######## design 1 ########
**src/rtl/mult_seq_pkg.sv**
```systemverilog
// -----------------------------------------------------------------------------
// mult_seq_pkg
// Shared definitions for the multiplier operand sequencer:
//   OPW     - operand width presented to the multiplier
//   PW      - product width returned by the multiplier
//   state_t - sequencer state encoding (also exported on state_dbg)
// -----------------------------------------------------------------------------
`timescale 1ns/1ps
package mult_seq_pkg;

  localparam int OPW = 4;
  localparam int PW  = 8;

  typedef enum logic [2:0] {
    EDIT_A = 3'd0,
    EDIT_B = 3'd1,
    START  = 3'd2,
    WAIT   = 3'd3,
    SHOW   = 3'd4
  } state_t;

endpackage

```
**src/rtl/key_debounce.sv**
```systemverilog
// -----------------------------------------------------------------------------
// key_debounce
// Conditions one active-low pushbutton into single-cycle press events.
// The raw key is brought into the clk domain by a 2-flop synchronizer and
// then sampled only on the sampling tick. Two equal consecutive samples are
// needed to change the debounced state, so a one-sample glitch is ignored.
// The press event fires on the tick where the debounced state becomes pressed.
//
// Optional feature: AUTO_REPEAT_EN (macro). When defined and REPEAT_EN=1, a
// held key emits an extra event on every tick once REPEAT_TICKS ticks have
// passed since the press event. Without the macro no hold counter exists.
//
// Ports:
//   clk       in   system clock
//   rst_n     in   asynchronous active-low reset
//   key_n     in   raw asynchronous active-low key
//   tick      in   sampling clock enable (one clk cycle wide)
//   press_evt out  one-cycle press / repeat event
// -----------------------------------------------------------------------------
`timescale 1ns/1ps
module key_debounce #(
  parameter int REPEAT_TICKS = 4,
  parameter bit REPEAT_EN    = 1'b0
) (
  input  logic clk,
  input  logic rst_n,
  input  logic key_n,
  input  logic tick,
  output logic press_evt
);

  logic r_sync1;
  logic r_sync2;
  logic r_last;      // previous tick sample (1 = high / not pressed)
  logic r_pressed;   // debounced state

  logic w_low;
  logic w_rise;
  logic w_repeat;

  assign w_low  = ~r_sync2;
  // Second consecutive low sample while still released.
  assign w_rise = tick & w_low & ~r_last & ~r_pressed;

  always_ff @(posedge clk or negedge rst_n) begin
    if (!rst_n) begin
      r_sync1   <= 1'b1;
      r_sync2   <= 1'b1;
      r_last    <= 1'b1;
      r_pressed <= 1'b0;
    end else begin
      r_sync1 <= key_n;
      r_sync2 <= r_sync1;
      if (tick) begin
        r_last <= r_sync2;
        if (w_low && !r_last) begin
          r_pressed <= 1'b1;
        end else if (!w_low && r_last) begin
          r_pressed <= 1'b0;
        end
      end
    end
  end

`ifdef AUTO_REPEAT_EN
  generate
    if (REPEAT_EN) begin : g_rep
      localparam int HW = (REPEAT_TICKS > 0) ? $clog2(REPEAT_TICKS + 1) : 1;
      // Ticks since the press event, saturating at REPEAT_TICKS.
      logic [HW-1:0] r_hold;

      always_ff @(posedge clk or negedge rst_n) begin
        if (!rst_n) begin
          r_hold <= '0;
        end else if (tick) begin
          if (w_rise) begin
            r_hold <= HW'(1);
          end else if (!r_pressed) begin
            r_hold <= '0;
          end else if (r_hold < HW'(REPEAT_TICKS)) begin
            r_hold <= r_hold + HW'(1);
          end
        end
      end

      assign w_repeat = tick & r_pressed & w_low & (r_hold >= HW'(REPEAT_TICKS));
    end else begin : g_norep
      assign w_repeat = 1'b0;
    end
  endgenerate
`else
  assign w_repeat = 1'b0;
`endif

  assign press_evt = w_rise | w_repeat;

endmodule

```
**src/rtl/mult_operand_seq.sv**
```systemverilog
// -----------------------------------------------------------------------------
// mult_operand_seq
// Lets a user dial in two 4-bit operands with an increment and an advance
// pushbutton, launches an external multiplier, and latches its product.
// Flow: EDIT_A -> EDIT_B -> START (one cycle, mul_start) -> WAIT -> SHOW.
// A missing mul_done for TIMEOUT_TICKS ticks yields product=8'hFF, err=1.
//
// Optional feature: AUTO_REPEAT_EN (macro) enables auto-repeat of the
// increment key inside key_debounce.
//
// Ports:
//   clk        in   system clock
//   rst_n      in   asynchronous active-low reset
//   key_inc_n  in   increment key, active-low, asynchronous
//   key_next_n in   advance key, active-low, asynchronous
//   mul_a      out  operand A
//   mul_b      out  operand B
//   mul_start  out  one-cycle start pulse to the multiplier
//   mul_done   in   multiplier completion strobe
//   mul_p      in   multiplier product, valid with mul_done
//   product    out  latched product
//   err        out  timeout flag
//   state_dbg  out  current state encoding
//   tick       out  one-cycle sampling pulse
// -----------------------------------------------------------------------------
`timescale 1ns/1ps
module mult_operand_seq
  import mult_seq_pkg::*;
#(
  parameter int TICK_DIV      = 2500000,
  parameter int TIMEOUT_TICKS = 20,
  parameter int REPEAT_TICKS  = 4
) (
  input  logic           clk,
  input  logic           rst_n,
  input  logic           key_inc_n,
  input  logic           key_next_n,
  output logic [OPW-1:0] mul_a,
  output logic [OPW-1:0] mul_b,
  output logic           mul_start,
  input  logic           mul_done,
  input  logic [PW-1:0]  mul_p,
  output logic [PW-1:0]  product,
  output logic           err,
  output logic [2:0]     state_dbg,
  output logic           tick
);

  localparam int TCW = (TICK_DIV > 1) ? $clog2(TICK_DIV) : 1;
  localparam int TOW = (TIMEOUT_TICKS > 1) ? $clog2(TIMEOUT_TICKS) : 1;

  logic [TCW-1:0] r_tick_cnt;
  logic [TOW-1:0] r_to_cnt;
  state_t         r_state;
  logic [OPW-1:0] r_mul_a;
  logic [OPW-1:0] r_mul_b;
  logic [PW-1:0]  r_product;
  logic           r_err;
  logic           r_mul_start;

  logic w_tick;
  logic w_inc;
  logic w_next;

  // Tick is a clock enable derived from the free-running divider.
  assign w_tick = (r_tick_cnt == TCW'(TICK_DIV - 1));

  always_ff @(posedge clk or negedge rst_n) begin
    if (!rst_n) begin
      r_tick_cnt <= '0;
    end else if (w_tick) begin
      r_tick_cnt <= '0;
    end else begin
      r_tick_cnt <= r_tick_cnt + TCW'(1);
    end
  end

  key_debounce #(
    .REPEAT_TICKS(REPEAT_TICKS),
    .REPEAT_EN   (1'b1)
  ) u_key_inc (
    .clk      (clk),
    .rst_n    (rst_n),
    .key_n    (key_inc_n),
    .tick     (w_tick),
    .press_evt(w_inc)
  );

  key_debounce #(
    .REPEAT_TICKS(REPEAT_TICKS),
    .REPEAT_EN   (1'b0)
  ) u_key_next (
    .clk      (clk),
    .rst_n    (rst_n),
    .key_n    (key_next_n),
    .tick     (w_tick),
    .press_evt(w_next)
  );

  always_ff @(posedge clk or negedge rst_n) begin
    if (!rst_n) begin
      r_state     <= EDIT_A;
      r_mul_a     <= '0;
      r_mul_b     <= '0;
      r_product   <= '0;
      r_err       <= 1'b0;
      r_mul_start <= 1'b0;
      r_to_cnt    <= '0;
    end else begin
      r_mul_start <= 1'b0;
      case (r_state)
        // Next takes priority over a coincident increment.
        EDIT_A: begin
          if (w_next) begin
            r_state <= EDIT_B;
          end else if (w_inc) begin
            r_mul_a <= r_mul_a + OPW'(1);
          end
        end
        EDIT_B: begin
          if (w_next) begin
            r_state     <= START;
            r_mul_start <= 1'b1;
          end else if (w_inc) begin
            r_mul_b <= r_mul_b + OPW'(1);
          end
        end
        START: begin
          r_err    <= 1'b0;
          r_to_cnt <= '0;
          r_state  <= WAIT;
        end
        WAIT: begin
          if (mul_done) begin
            r_product <= mul_p;
            r_state   <= SHOW;
          end else if (w_tick) begin
            if (r_to_cnt == TOW'(TIMEOUT_TICKS - 1)) begin
              r_product <= '1;
              r_err     <= 1'b1;
              r_state   <= SHOW;
            end else begin
              r_to_cnt <= r_to_cnt + TOW'(1);
            end
          end
        end
        SHOW: begin
          if (w_next) begin
            r_state <= EDIT_A;
          end
        end
        default: r_state <= EDIT_A;
      endcase
    end
  end

  assign mul_a     = r_mul_a;
  assign mul_b     = r_mul_b;
  assign mul_start = r_mul_start;
  assign product   = r_product;
  assign err       = r_err;
  assign state_dbg = r_state;
  assign tick      = w_tick;

endmodule

```
**config.mk**
```make
export PLATFORM = sky130hd
export DESIGN_NAME = mult_operand_seq
export DESIGN_NICKNAME = d
export VERILOG_FILES = /design/src/rtl/mult_seq_pkg.sv /design/src/rtl/key_debounce.sv /design/src/rtl/mult_operand_seq.sv
export SDC_FILE = /design/constraint.sdc
export NUM_CORES = 1
export LEC_CHECK = 0
export ABC_AREA = 0
export CORE_ASPECT_RATIO = 2
export CORE_MARGIN = 4
export CORE_UTILIZATION = 55
export CTS_BUF_LIST = sky130_fd_sc_hd__clkbuf_8
export CTS_CLUSTER_DIAMETER = 150
export DETAILED_ROUTE_END_ITERATION = 6
export PLACE_DENSITY = 0.9
export SYNTH_ARGS = -nofsm -noshare
export SYNTH_HDL_FRONTEND = slang
export SYNTH_SLANG_ARGS = --single-unit
```
**constraint.sdc**
```tcl
create_clock -name clk -period 3.3 [get_ports clk]
set_input_delay 0.99 -clock clk [delete_from_list [all_inputs] [get_ports clk]]
set_output_delay 0.99 -clock clk [all_outputs]
set_load 0.005 [all_outputs]
```
==> flow_summary.json <==
{
  "status": "completed",
  "yosysCellCount": 234,
  "cp.depth": 5,
  "viasPerCell": 5.938,
  "syn_avg_cell_area_um2": 11.23,
  "cts_resized": 3,
  "common_cells": "dfrtp_1, nor2_1, nand2_1, nand3_1, xnor2_1",
  "reg2reg_to": "product[2]",
  "cp.arrival_ps": 1890,
  "mostFrequentLayoutCells": "dfrtp_1, clkdlybuf4s50_1, nor2_1",
  "setup.worst_path.class": "reg2out",
  "crit_end": "tick",
  "period_used_pct": 87.18,
  "power.total_mw": 1.165,
  "met3_length_um": 238,
  "wl_met2_mm": 3.251,
  "slew_headroom_pct": 55.43,
  "synthesis.area_mm2": 0.002629,
  "fmax_mhz": 347.6,
  "tightest_slew_ps": 659.6,
  "min_from": "u_key_next.r_sync1",
  "core.rowCount": 35,
  "grt_use_met2_pct": 36.17,
  "place_congestion": 0.9678
}
## worst reg2reg max path, cell delays in order, from the launching register on
cell     delay, ps
dfrtp_1        420
or4bb_4        570
nor4_4         290
buf_4          150
buf_4          100
a31oi_1        110
nor2_1         550
o22a_1         230
## layout make-up
class                           instances  area, µm²
Inverter                                7      26.28
Timing Repair Buffer                   47      435.4
Clock buffer                            7      96.34
Multi-Input combinational cell        167       1206
Tap cell                               55      68.82
Fill cell                             329       1351
Sequential cell                        56       1410
Clock inverter                          1      3.754
## where the power goes
group          switching, mW  total, mW  internal [mW]
registers            0.00759      0.704          0.696
logic                 0.0286     0.0628         0.0342
clock network          0.209      0.398          0.189
total                  0.245       1.16          0.920
## state kept, by name, indices dropped and copies added (netlist names)
name	flops
u_key_inc.r_pressed	1
err	1
u_key_inc.r_last	1
product	8
u_key_next.r_sync2	1
u_key_next.r_sync1	1
r_tick_cnt	22
u_key_inc.r_sync2	1
state_dbg	3
mul_b	4
r_to_cnt	5
u_key_inc.r_sync1	1
u_key_next.r_pressed	1
u_key_next.r_last	1
mul_a	4
mul_start	1
**Design 1: supply network**

Drawn at 6 px/µm. Pins as bars on the die edge. Tap cells in gray.
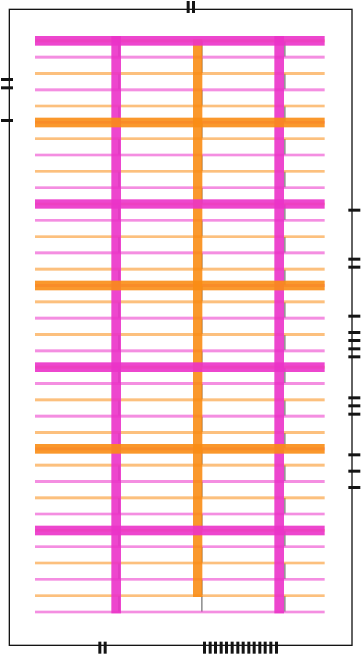
magenta -> VSS
orange -> VDD
met5 straps = 7
met4 straps = 3

**Design 1: metal 2**

Drawn at 4 px/µm.
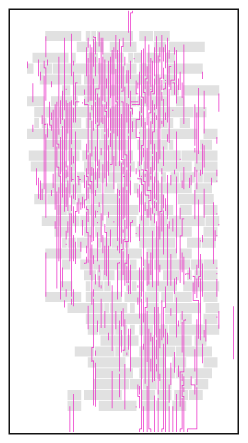
nets with wire on the layer = 277
share of all routed wire = 57%
main direction = vertical
longest straight run = 32.5 µm


######## design 2 ########
**Design 2: zoomed window**

Region (42, 42) to (82, 82) µm. Cells in gray, sequential cells in the stronger gray; small squares are vias.
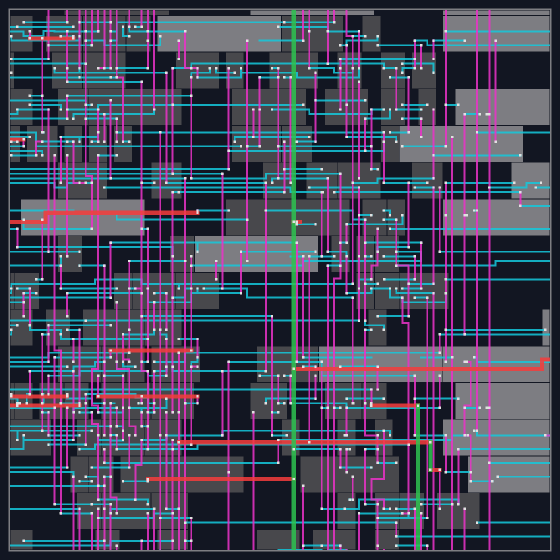
**Design 2: metal 2**

Drawn at 3 px/µm.
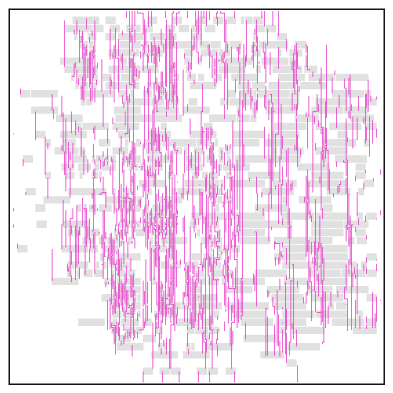
<file path="src/rtl/sar_rx_pkg.sv">
// Shared types and constants for the SAR ADC result-capture path.
package sar_rx_pkg;

    // Default raw conversion width; result[RES_W-1] is the first (MSB) decision.
    localparam int RES_W_DEF = 11;

    // Largest averaging exponent: up to 2**3 = 8 conversions per output word.
    localparam int AVG_MAX_LOG2 = 3;

    // Capture FSM states.
    typedef enum logic [1:0] {
        IDLE = 2'd0,
        ARM  = 2'd1,
        ACC  = 2'd2
    } state_e;

    // Output word width: raw width plus headroom for the largest average.
    function automatic int out_w(input int res_w);
        return res_w + AVG_MAX_LOG2;
    endfunction

endpackage

</file>
<file path="src/rtl/sar_result_capture_if.sv">
// Show-ahead valid/ready stream carrying normalised conversion words.
interface sar_result_capture_if #(
    parameter int DATA_W = 14
);
    logic [DATA_W-1:0] out_data;
    logic              out_valid;
    logic              out_ready;

    modport master (output out_data, output out_valid, input out_ready);
    modport slave  (input out_data, input out_valid, output out_ready);
endinterface

</file>
<file path="src/rtl/sar_sync_edge.sv">
// Multi-flop synchroniser for the asynchronous conv_done strobe, followed by
// a rising-edge detector that produces a single-cycle capture event.
module sar_sync_edge #(
    parameter int SYNC_STAGES = 2
) (
    input  logic clock,
    input  logic reset,
    input  logic async_in,
    output logic ev
);

    logic [SYNC_STAGES-1:0] sync_q, sync_d;
    logic                   hist_q, hist_d;

    // Shift the strobe through the synchroniser chain and one history flop.
    always_comb begin
        sync_d = {sync_q[SYNC_STAGES-2:0], async_in};
        hist_d = sync_q[SYNC_STAGES-1];
    end

    // Synchroniser and history registers.
    // NOTE: sequential state uses <= so every flop samples pre-edge values;
    // blocking assignments here would collapse the chain into one stage.
    always_ff @(posedge clock or posedge reset) begin
        if (reset) begin
            sync_q <= '0;
            hist_q <= 1'b0;
        end else begin
            sync_q <= sync_d;
            hist_q <= hist_d;
        end
    end

    assign ev = sync_q[SYNC_STAGES-1] & ~hist_q;

endmodule

</file>
<file path="src/rtl/sar_result_capture.sv">
// Receive end of the SAR ADC: synchronise end-of-conversion, average
// 1/2/4/8 results, normalise to full scale and queue words in a small FIFO.
module sar_result_capture
    import sar_rx_pkg::*;
#(
    parameter int RES_W       = RES_W_DEF,
    parameter int FIFO_DEPTH  = 4,
    parameter int SYNC_STAGES = 2,
    parameter int CNT_W       = 16
) (
    input  logic                            clock,
    input  logic                            reset,
    input  logic                            conv_done,
    input  logic [RES_W-1:0]                result,
    input  logic                            enable,
    input  logic [1:0]                      avg_sel,
    input  logic                            clear,
    sar_result_capture_if.master            out_if,
    output logic [$clog2(FIFO_DEPTH):0]     fifo_level,
    output logic                            overflow,
    output logic [CNT_W-1:0]                word_count
);

    localparam int OUT_W = out_w(RES_W);
    localparam int PTR_W = $clog2(FIFO_DEPTH) + 1;
    localparam int IDX_W = PTR_W - 1;

    logic ev;

    sar_sync_edge #(.SYNC_STAGES(SYNC_STAGES)) u_sync (
        .clock    (clock),
        .reset    (reset),
        .async_in (conv_done),
        .ev       (ev)
    );

    // ---------------- capture FSM ----------------
    state_e           state_q, state_d;
    logic [1:0]       n_sel_q, n_sel_d;
    logic [OUT_W-1:0] acc_q, acc_d;
    logic [3:0]       cnt_q, cnt_d;
    logic             push;
    logic [OUT_W-1:0] push_data;
    logic [OUT_W-1:0] sum;
    logic [1:0]       shamt;

    // Next-state, accumulation and word-push decode.
    // NOTE: every output is given a default first so no path leaves a
    // variable unassigned, which would otherwise infer a latch.
    always_comb begin
        state_d   = state_q;
        n_sel_d   = n_sel_q;
        acc_d     = acc_q;
        cnt_d     = cnt_q;
        push      = 1'b0;
        push_data = '0;
        sum       = acc_q + OUT_W'(result);
        shamt     = 2'd3 - n_sel_q;

        if (!enable) begin
            // Leaving capture drops any partial average without pushing.
            state_d = IDLE;
            acc_d   = '0;
            cnt_d   = '0;
        end else begin
            unique case (state_q)
                IDLE: begin
                    state_d = ARM;
                    n_sel_d = avg_sel;
                    acc_d   = '0;
                    cnt_d   = '0;
                end
                ARM: begin
                    if (ev) begin
                        if (n_sel_q == 2'd0) begin
                            push      = 1'b1;
                            push_data = OUT_W'(result) << 3;
                            n_sel_d   = avg_sel;
                        end else begin
                            acc_d   = OUT_W'(result);
                            cnt_d   = 4'd1;
                            state_d = ACC;
                        end
                    end
                end
                ACC: begin
                    if (ev) begin
                        if ((cnt_q + 4'd1) == (4'd1 << n_sel_q)) begin
                            push      = 1'b1;
                            push_data = sum << shamt;
                            acc_d     = '0;
                            cnt_d     = '0;
                            n_sel_d   = avg_sel;
                            state_d   = ARM;
                        end else begin
                            acc_d = sum;
                            cnt_d = cnt_q + 4'd1;
                        end
                    end
                end
                default: state_d = IDLE;
            endcase
        end
    end

    // FSM and accumulator registers.
    always_ff @(posedge clock or posedge reset) begin
        if (reset) begin
            state_q <= IDLE;
            n_sel_q <= 2'd0;
            acc_q   <= '0;
            cnt_q   <= '0;
        end else begin
            state_q <= state_d;
            n_sel_q <= n_sel_d;
            acc_q   <= acc_d;
            cnt_q   <= cnt_d;
        end
    end

    // ---------------- output FIFO ----------------
    logic [OUT_W-1:0] mem_q [FIFO_DEPTH];
    logic [OUT_W-1:0] mem_d [FIFO_DEPTH];
    logic [PTR_W-1:0] wr_ptr_q, wr_ptr_d, rd_ptr_q, rd_ptr_d;
    logic [CNT_W-1:0] word_count_q, word_count_d;
    logic             overflow_q, overflow_d;
    logic [PTR_W-1:0] level;
    logic             full, pop, push_ok, dropped;

    assign level   = wr_ptr_q - rd_ptr_q;
    assign full    = (level == PTR_W'(FIFO_DEPTH));
    assign pop     = out_if.out_valid & out_if.out_ready;
    assign push_ok = push & (~full | pop);
    assign dropped = push & full & ~pop;

    // Pointer, storage, overflow and word-counter updates.
    always_comb begin
        mem_d    = mem_q;
        wr_ptr_d = wr_ptr_q;
        rd_ptr_d = rd_ptr_q;
        if (push_ok) begin
            mem_d[wr_ptr_q[IDX_W-1:0]] = push_data;
            wr_ptr_d = wr_ptr_q + 1'b1;
        end
        if (pop) begin
            rd_ptr_d = rd_ptr_q + 1'b1;
        end

        // Clear first so a coincident drop or accepted push still lands.
        overflow_d   = clear ? 1'b0 : overflow_q;
        word_count_d = clear ? '0 : word_count_q;
        if (dropped) begin
            overflow_d = 1'b1;
        end
        if (push_ok) begin
            word_count_d = word_count_d + 1'b1;
        end
    end

    // Control registers for the FIFO and status outputs.
    always_ff @(posedge clock or posedge reset) begin
        if (reset) begin
            wr_ptr_q     <= '0;
            rd_ptr_q     <= '0;
            overflow_q   <= 1'b0;
            word_count_q <= '0;
        end else begin
            wr_ptr_q     <= wr_ptr_d;
            rd_ptr_q     <= rd_ptr_d;
            overflow_q   <= overflow_d;
            word_count_q <= word_count_d;
        end
    end

    // FIFO storage.
    // NOTE: the data array is not reset; stale entries are never visible
    // because out_data is forced to 0 while the FIFO is empty.
    always_ff @(posedge clock) begin
        mem_q <= mem_d;
    end

    assign out_if.out_valid = (level != '0);
    assign out_if.out_data  = out_if.out_valid ? mem_q[rd_ptr_q[IDX_W-1:0]] : '0;
    assign fifo_level       = level;
    assign overflow         = overflow_q;
    assign word_count       = word_count_q;

endmodule

</file>
<file path="src/flat_wrapper.sv">
// flat-port wrapper written by rule: the top's interface ports become plain ports
module sar_result_capture_flat import sar_rx_pkg::*;
#(
    parameter int RES_W       = RES_W_DEF,
    parameter int FIFO_DEPTH  = 4,
    parameter int SYNC_STAGES = 2,
    parameter int CNT_W       = 16
)
  (clock, reset, conv_done, result, enable, avg_sel, clear, fifo_level, overflow, word_count, out_if_out_data, out_if_out_valid, out_if_out_ready);
  sar_result_capture_if out_if_i ();
  input  logic clock;
  input  logic reset;
  input  logic conv_done;
  input  logic [RES_W-1:0] result;
  input  logic enable;
  input  logic [1:0] avg_sel;
  input  logic clear;
  output logic [$clog2(FIFO_DEPTH):0] fifo_level;
  output logic overflow;
  output logic [CNT_W-1:0] word_count;
  output wire logic [$bits(out_if_i.out_data)-1:0] out_if_out_data;
  output wire logic [$bits(out_if_i.out_valid)-1:0] out_if_out_valid;
  input wire logic [$bits(out_if_i.out_ready)-1:0] out_if_out_ready;
  assign out_if_out_data = out_if_i.out_data;
  assign out_if_out_valid = out_if_i.out_valid;
  assign out_if_i.out_ready = out_if_out_ready;
  sar_result_capture #(.RES_W(RES_W), .FIFO_DEPTH(FIFO_DEPTH), .SYNC_STAGES(SYNC_STAGES), .CNT_W(CNT_W)) u_core (.clock(clock), .reset(reset), .conv_done(conv_done), .result(result), .enable(enable), .avg_sel(avg_sel), .clear(clear), .out_if(out_if_i), .fifo_level(fifo_level), .overflow(overflow), .word_count(word_count));
endmodule
</file>
<file path="config.mk">
export PLATFORM = sky130hd
export DESIGN_NAME = sar_result_capture_flat
export DESIGN_NICKNAME = d
export VERILOG_FILES = /design/src/rtl/sar_rx_pkg.sv /design/src/rtl/sar_result_capture_if.sv /design/src/rtl/sar_sync_edge.sv /design/src/rtl/sar_result_capture.sv /design/src/flat_wrapper.sv
export SDC_FILE = /design/constraint.sdc
export NUM_CORES = 1
export LEC_CHECK = 0
export CORE_MARGIN = 2
export CORE_UTILIZATION = 40
export DETAILED_ROUTE_END_ITERATION = 10
export GPL_ROUTABILITY_DRIVEN = 1
export SYNTH_ARGS = -nofsm -noshare
export SYNTH_HDL_FRONTEND = slang
export SYNTH_SLANG_ARGS = --single-unit
</file>
<file path="constraint.sdc">
create_clock -name clock -period 8.2 [get_ports clock]
set_input_delay 0.82 -clock clock [delete_from_list [all_inputs] [get_ports clock]]
set_output_delay 0.82 -clock clock [all_outputs]
set_load 0.01 [all_outputs]
</file>
==> flow_summary.json <==
{
  "status": "completed",
  "power_frac_clock_pct": 21.9,
  "cts_root_buf": "clkbuf_16",
  "ys_warn_count": 0,
  "diodes": 0,
  "tightest_slew_ps": 1081,
  "synth_top_cell_by_count": "edfxtp_1",
  "drc": 0,
  "dp_hpwl_mm": 9.275,
  "seq_power_share_pct": 34.9,
  "synthMuxAreaShare_pct": 9.612,
  "routed.top_layer": "met4",
  "top_area_share_pct": 28.97,
  "cts_tree": "done",
  "clock_latency_ps": 350,
  "hold_violations": 0,
  "period_used_pct": 52.55,
  "yosysCellCount": 494,
  "synthArstFlopShare_pct": 46.15
}
About 'zoomed window' of design 2:
green -> M4
red -> M3
magenta -> M2
cyan -> M1
netlist names of flops here include = `u_core.mem_q` (6), `u_core.acc_q` (3), `u_core.cnt_q` (3)
sequential cells in the window = 12
most frequent = nor2_1 (9), nand2_1 (8)
cells with their middle in the window = 103

About 'metal 2' of design 2:
share of all routed wire = 47%
main direction = vertical
nets with wire on the layer = 499

metrics by stage:
step                      util, %  instance area, µm²
after detailed placement    45.18                6492
final                       47.24                6788
after CTS                   47.24                6788
after global routing        47.24                6788
after global placement      45.18                6492
after floorplan                 -                5806
layout make-up:
type,count,area [µm²],share of cell area [%]
clock buffers,9,225.2,3.318
flip-flops and latches,104,2883,42.47
well taps,184,230.2,3.392
inverters,18,67.56,0.9954
multi-input cells,351,2766,40.76
clock inverters,7,70.07,1.032
repair buffers,55,545.5,8.037
layer usage:
layer,track usage (%),up-vias
met2,27.97,87
li1,-,1917
met5,0,-
met4,6.675,0
met1,24.39,2041
met3,3.694,25
path summary, 6_finish.rpt:
path | slack, ps | start | endpoint
setup / recovery | 3890 | u_core.rd_ptr_q[0] | out_if_out_data[11]
hold / removal | 360 | u_core.u_sync.sync_q[0] | u_core.u_sync.sync_q[1]
setup reg to reg | 4500 | u_core.rd_ptr_q[0] | u_core.mem_q[8]
hold reg to reg | 360 | u_core.u_sync.sync_q[0] | u_core.u_sync.sync_q[1]
max in group asynchronous | 6810 | reset | u_core.cnt_q[2]
min in group asynchronous | 960 | reset | u_core.word_count[6]

######## design 3 ########
**Design 3: metal 2**

Drawn at 3 px/µm.
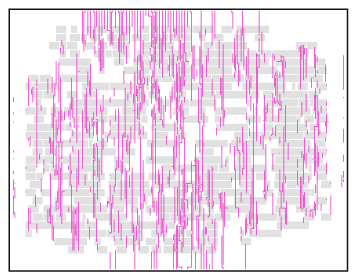
<file path="src/rtl/instr_fetch.sv">
// rtl/instr_fetch.sv - fetch stage: PC control, single-outstanding imem reads, instruction FIFO to decode
// Optional feature macro: IFETCH_PERF_EN (adds perf_fetched / perf_stall counters)
module instr_fetch #(
   parameter int BUS_WIDTH   = 16,
   parameter int INSTR_WIDTH = 16,
   parameter int DEPTH       = 2
) (
   input  logic                   clock,
   input  logic                   reset,
   input  logic [BUS_WIDTH-1:0]   pc_addr,
   output logic                   pc_inc,
   output logic                   pc_load,
   output logic [BUS_WIDTH-1:0]   pc_in,
   output logic                   imem_req,
   output logic [BUS_WIDTH-1:0]   imem_addr,
   input  logic                   imem_ack,
   input  logic [INSTR_WIDTH-1:0] imem_data,
   input  logic                   redirect,
   input  logic [BUS_WIDTH-1:0]   redirect_target,
   output logic                   instr_valid,
   input  logic                   instr_ready,
   output logic [INSTR_WIDTH-1:0] instr,
   output logic [BUS_WIDTH-1:0]   instr_pc
`ifdef IFETCH_PERF_EN
   ,
   output logic [31:0]            perf_fetched,
   output logic [31:0]            perf_stall
`endif
);

   localparam int PTR_W = (DEPTH > 1) ? $clog2(DEPTH) : 1;
   localparam int CNT_W = PTR_W + 1;
   localparam logic [CNT_W-1:0] DEPTH_C = CNT_W'(DEPTH);

   typedef enum logic [1:0] {IDLE, REQ, DRAIN} state_t;

   state_t                 state_q;
   logic [BUS_WIDTH-1:0]   req_addr_q;
   logic [BUS_WIDTH-1:0]   fifo_pc_q    [DEPTH];
   logic [INSTR_WIDTH-1:0] fifo_instr_q [DEPTH];
   logic [PTR_W-1:0]       wr_ptr_q;
   logic [PTR_W-1:0]       rd_ptr_q;
   logic [CNT_W-1:0]       count_q;
   logic [CNT_W-1:0]       count_d;

   logic                   active;
   logic                   issue;
   logic                   ack_acc;
   logic                   push;
   logic                   pop;
   logic [BUS_WIDTH-1:0]   push_pc;

   // Request/handshake decode; everything is forced quiet while reset is held
   always_comb begin
      active    = ~reset;
      issue     = active && (state_q == IDLE) && (count_q < DEPTH_C) && !redirect;
      imem_req  = active && ((state_q != IDLE) || issue);
      imem_addr = '0;
      if (active) begin
         imem_addr = (state_q == IDLE) ? pc_addr : req_addr_q;
      end
      ack_acc   = imem_req && imem_ack;
      push      = ack_acc && !redirect && (state_q != DRAIN);
      push_pc   = (state_q == IDLE) ? pc_addr : req_addr_q;
      pc_inc    = push;
      pc_load   = active && redirect;
      pc_in     = pc_load ? redirect_target : '0;
      pop       = instr_valid && instr_ready && !redirect;
      count_d   = count_q;
      case ({push, pop})
         2'b10:   count_d = count_q + CNT_W'(1);
         2'b01:   count_d = count_q - CNT_W'(1);
         default: count_d = count_q;
      endcase
   end

   // FIFO head presentation; zero when empty so outputs stay clean after reset
   always_comb begin
      instr_valid = (count_q != '0);
      instr       = instr_valid ? fifo_instr_q[rd_ptr_q] : '0;
      instr_pc    = instr_valid ? fifo_pc_q[rd_ptr_q]    : '0;
   end

   // Fetch FSM: at most one request outstanding; DRAIN swallows the ack of a killed request
   always_ff @(posedge clock or posedge reset) begin
      if (reset) begin
         state_q    <= IDLE;
         req_addr_q <= '0;
      end else begin
         case (state_q)
            IDLE: begin
               if (issue) begin
                  req_addr_q <= pc_addr;
                  if (!imem_ack) state_q <= REQ;
               end
            end
            REQ: begin
               if (imem_ack)      state_q <= IDLE;
               else if (redirect) state_q <= DRAIN;
            end
            DRAIN: begin
               if (imem_ack) state_q <= IDLE;
            end
            default: state_q <= IDLE;
         endcase
      end
   end

   // FIFO pointers and occupancy; a redirect empties the queue and overrides any pop
   always_ff @(posedge clock or posedge reset) begin
      if (reset) begin
         wr_ptr_q <= '0;
         rd_ptr_q <= '0;
         count_q  <= '0;
      end else if (redirect) begin
         wr_ptr_q <= '0;
         rd_ptr_q <= '0;
         count_q  <= '0;
      end else begin
         if (push) wr_ptr_q <= wr_ptr_q + PTR_W'(1);
         if (pop)  rd_ptr_q <= rd_ptr_q + PTR_W'(1);
         count_q <= count_d;
      end
   end

   // FIFO storage; contents are only meaningful under count_q, so no reset needed
   always_ff @(posedge clock) begin
      if (push) begin
         fifo_pc_q[wr_ptr_q]    <= push_pc;
         fifo_instr_q[wr_ptr_q] <= imem_data;
      end
   end

`ifdef IFETCH_PERF_EN
   logic [31:0] perf_fetched_q;
   logic [31:0] perf_stall_q;

   // Performance counters: delivered fetches and decode back-pressure cycles
   always_ff @(posedge clock or posedge reset) begin
      if (reset) begin
         perf_fetched_q <= '0;
         perf_stall_q   <= '0;
      end else begin
         if (push)                        perf_fetched_q <= perf_fetched_q + 32'd1;
         if (instr_valid && !instr_ready) perf_stall_q   <= perf_stall_q + 32'd1;
      end
   end

   assign perf_fetched = perf_fetched_q;
   assign perf_stall   = perf_stall_q;
`endif

endmodule

</file>
<file path="config.mk">
export PLATFORM = sky130hd
export DESIGN_NAME = instr_fetch
export DESIGN_NICKNAME = d
export VERILOG_FILES = /design/src/rtl/instr_fetch.sv
export SDC_FILE = /design/constraint.sdc
export NUM_CORES = 1
export LEC_CHECK = 0
export CAP_MARGIN = 20
export CORE_ASPECT_RATIO = 0.75
export CORE_MARGIN = 5
export CORE_UTILIZATION = 49
export CTS_CLUSTER_DIAMETER = 50
export DETAILED_ROUTE_END_ITERATION = 10
export PLACE_DENSITY = 0.84
export SYNTH_ARGS = -nofsm -noshare
export SYNTH_HDL_FRONTEND = slang
export SYNTH_SLANG_ARGS = --single-unit
export TNS_END_PERCENT = 50
</file>
<file path="constraint.sdc">
create_clock -name clock -period 5.83 [get_ports clock]
set_clock_uncertainty 0.05 [all_clocks]
set_input_delay 0.583 -clock clock [delete_from_list [all_inputs] [get_ports clock]]
set_output_delay 0.583 -clock clock [all_outputs]
set_load 0.02 [all_outputs]
</file>
==> flow_summary.json <==
{
  "drt_iter0_drc": 141,
  "die_y_um": 86.72,
  "yosysUniqueCellTypes": 34,
  "power_combinational_uw": 231,
  "place_congestion": 0.7837,
  "drive_above_1_share_pct": 14.65,
  "diodes": 0,
  "holdPathStages": 1,
  "cp.arrival_ps": 2800,
  "clock_path_buffers": 2,
  "placedInstanceArea_mm2": 0.005127,
  "reg_top3": "fifo_instr_q x32, fifo_pc_q x32, req_addr_q x16",
  "synth_nets": 318,
  "clock-sinks": 86,
  "crit_chain": "clkdlybuf4s50_1 > nor2b_1 > and2_1 > clkdlybuf4s50_1",
  "grt_use_total_pct": 16.98,
  "status": "completed",
  "critical-path-top-delay-family": "buffers and inverters",
  "cts_tree": "done",
  "flop_area_mm2": 0.002474
}
About 'metal 2' of design 3:
main direction = vertical
share of all routed wire = 48%
longest straight run = 41.8 µm

==> metal layers <==
layer  up-vias  share of wire (%)  GRT usage, %
met5         -                  0             0
met4         0               0.60         4.694
met3         6                6.9         5.792
met2        73                 48         27.85
met1      1194                 44         21.80
li1       1183                  -             -
==> cells by family (layout without fill, tap and decap cells) <==
| logic type | Yosys count | in the layout | share of synthesized area [%] |
|---|---|---|---|
| buf+inv | 16 | 140 | 2.213 |
| xor+xnor | 1 | 1 | 0.2278 |
| flops | 86 | 86 | 64.30 |
| compound gates | 12 | 12 | 2.343 |
| mux | 64 | 64 | 18.68 |
| simple gates | 86 | 86 | 12.24 |
==> placed cells by master (no fill, tap or decap), drive strengths merged, types with 4 or more instances in the layout <==
cell type,instances
edfxtp,64
dfrtp,22
clkbuf,10
mux2,32
nor2b,4
clkdlybuf4s50,120
nor2,37
mux2i,32
and2,34
==> cell type report <==
type                       instances  share of cell area [%]
sequential                        86                   46.25
clock inverter                     6                   1.754
inverter                           2                  0.1404
tap                              105                   2.456
clock buffer                      10                   2.386
multi-input combinational        163                   24.28
timing repair buffer             122                   22.74


==> layout pictures side by side <==
Wiring by layer.
picture 1
Drawn at 4 px/µm. Two of the layers only.
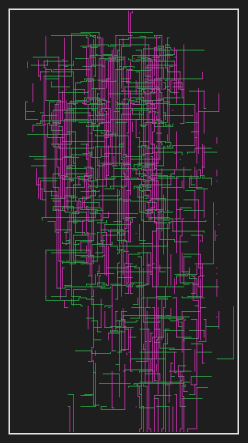
picture 2
Drawn at 3 px/µm. Two of the layers only.
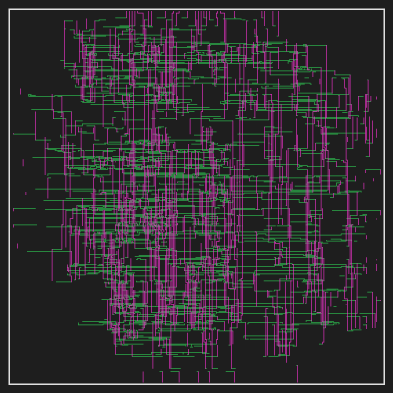
picture 3
Drawn at 3 px/µm. Two of the layers only.
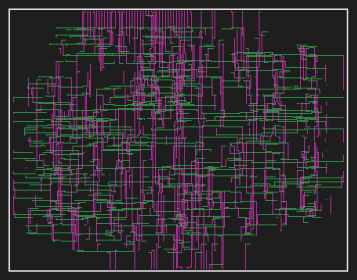
| from | picture |
|---|---|
| design 2 | picture 2 |
| design 1 | picture 1 |
| design 3 | picture 3 |
- largest die: picture 2
- most wire: picture 2

Key to picture 1:
magenta -> M2  # wire length 3,250 µm
green -> M1  # wire length 1,950 µm

Power and IR drop assume default switching activity.
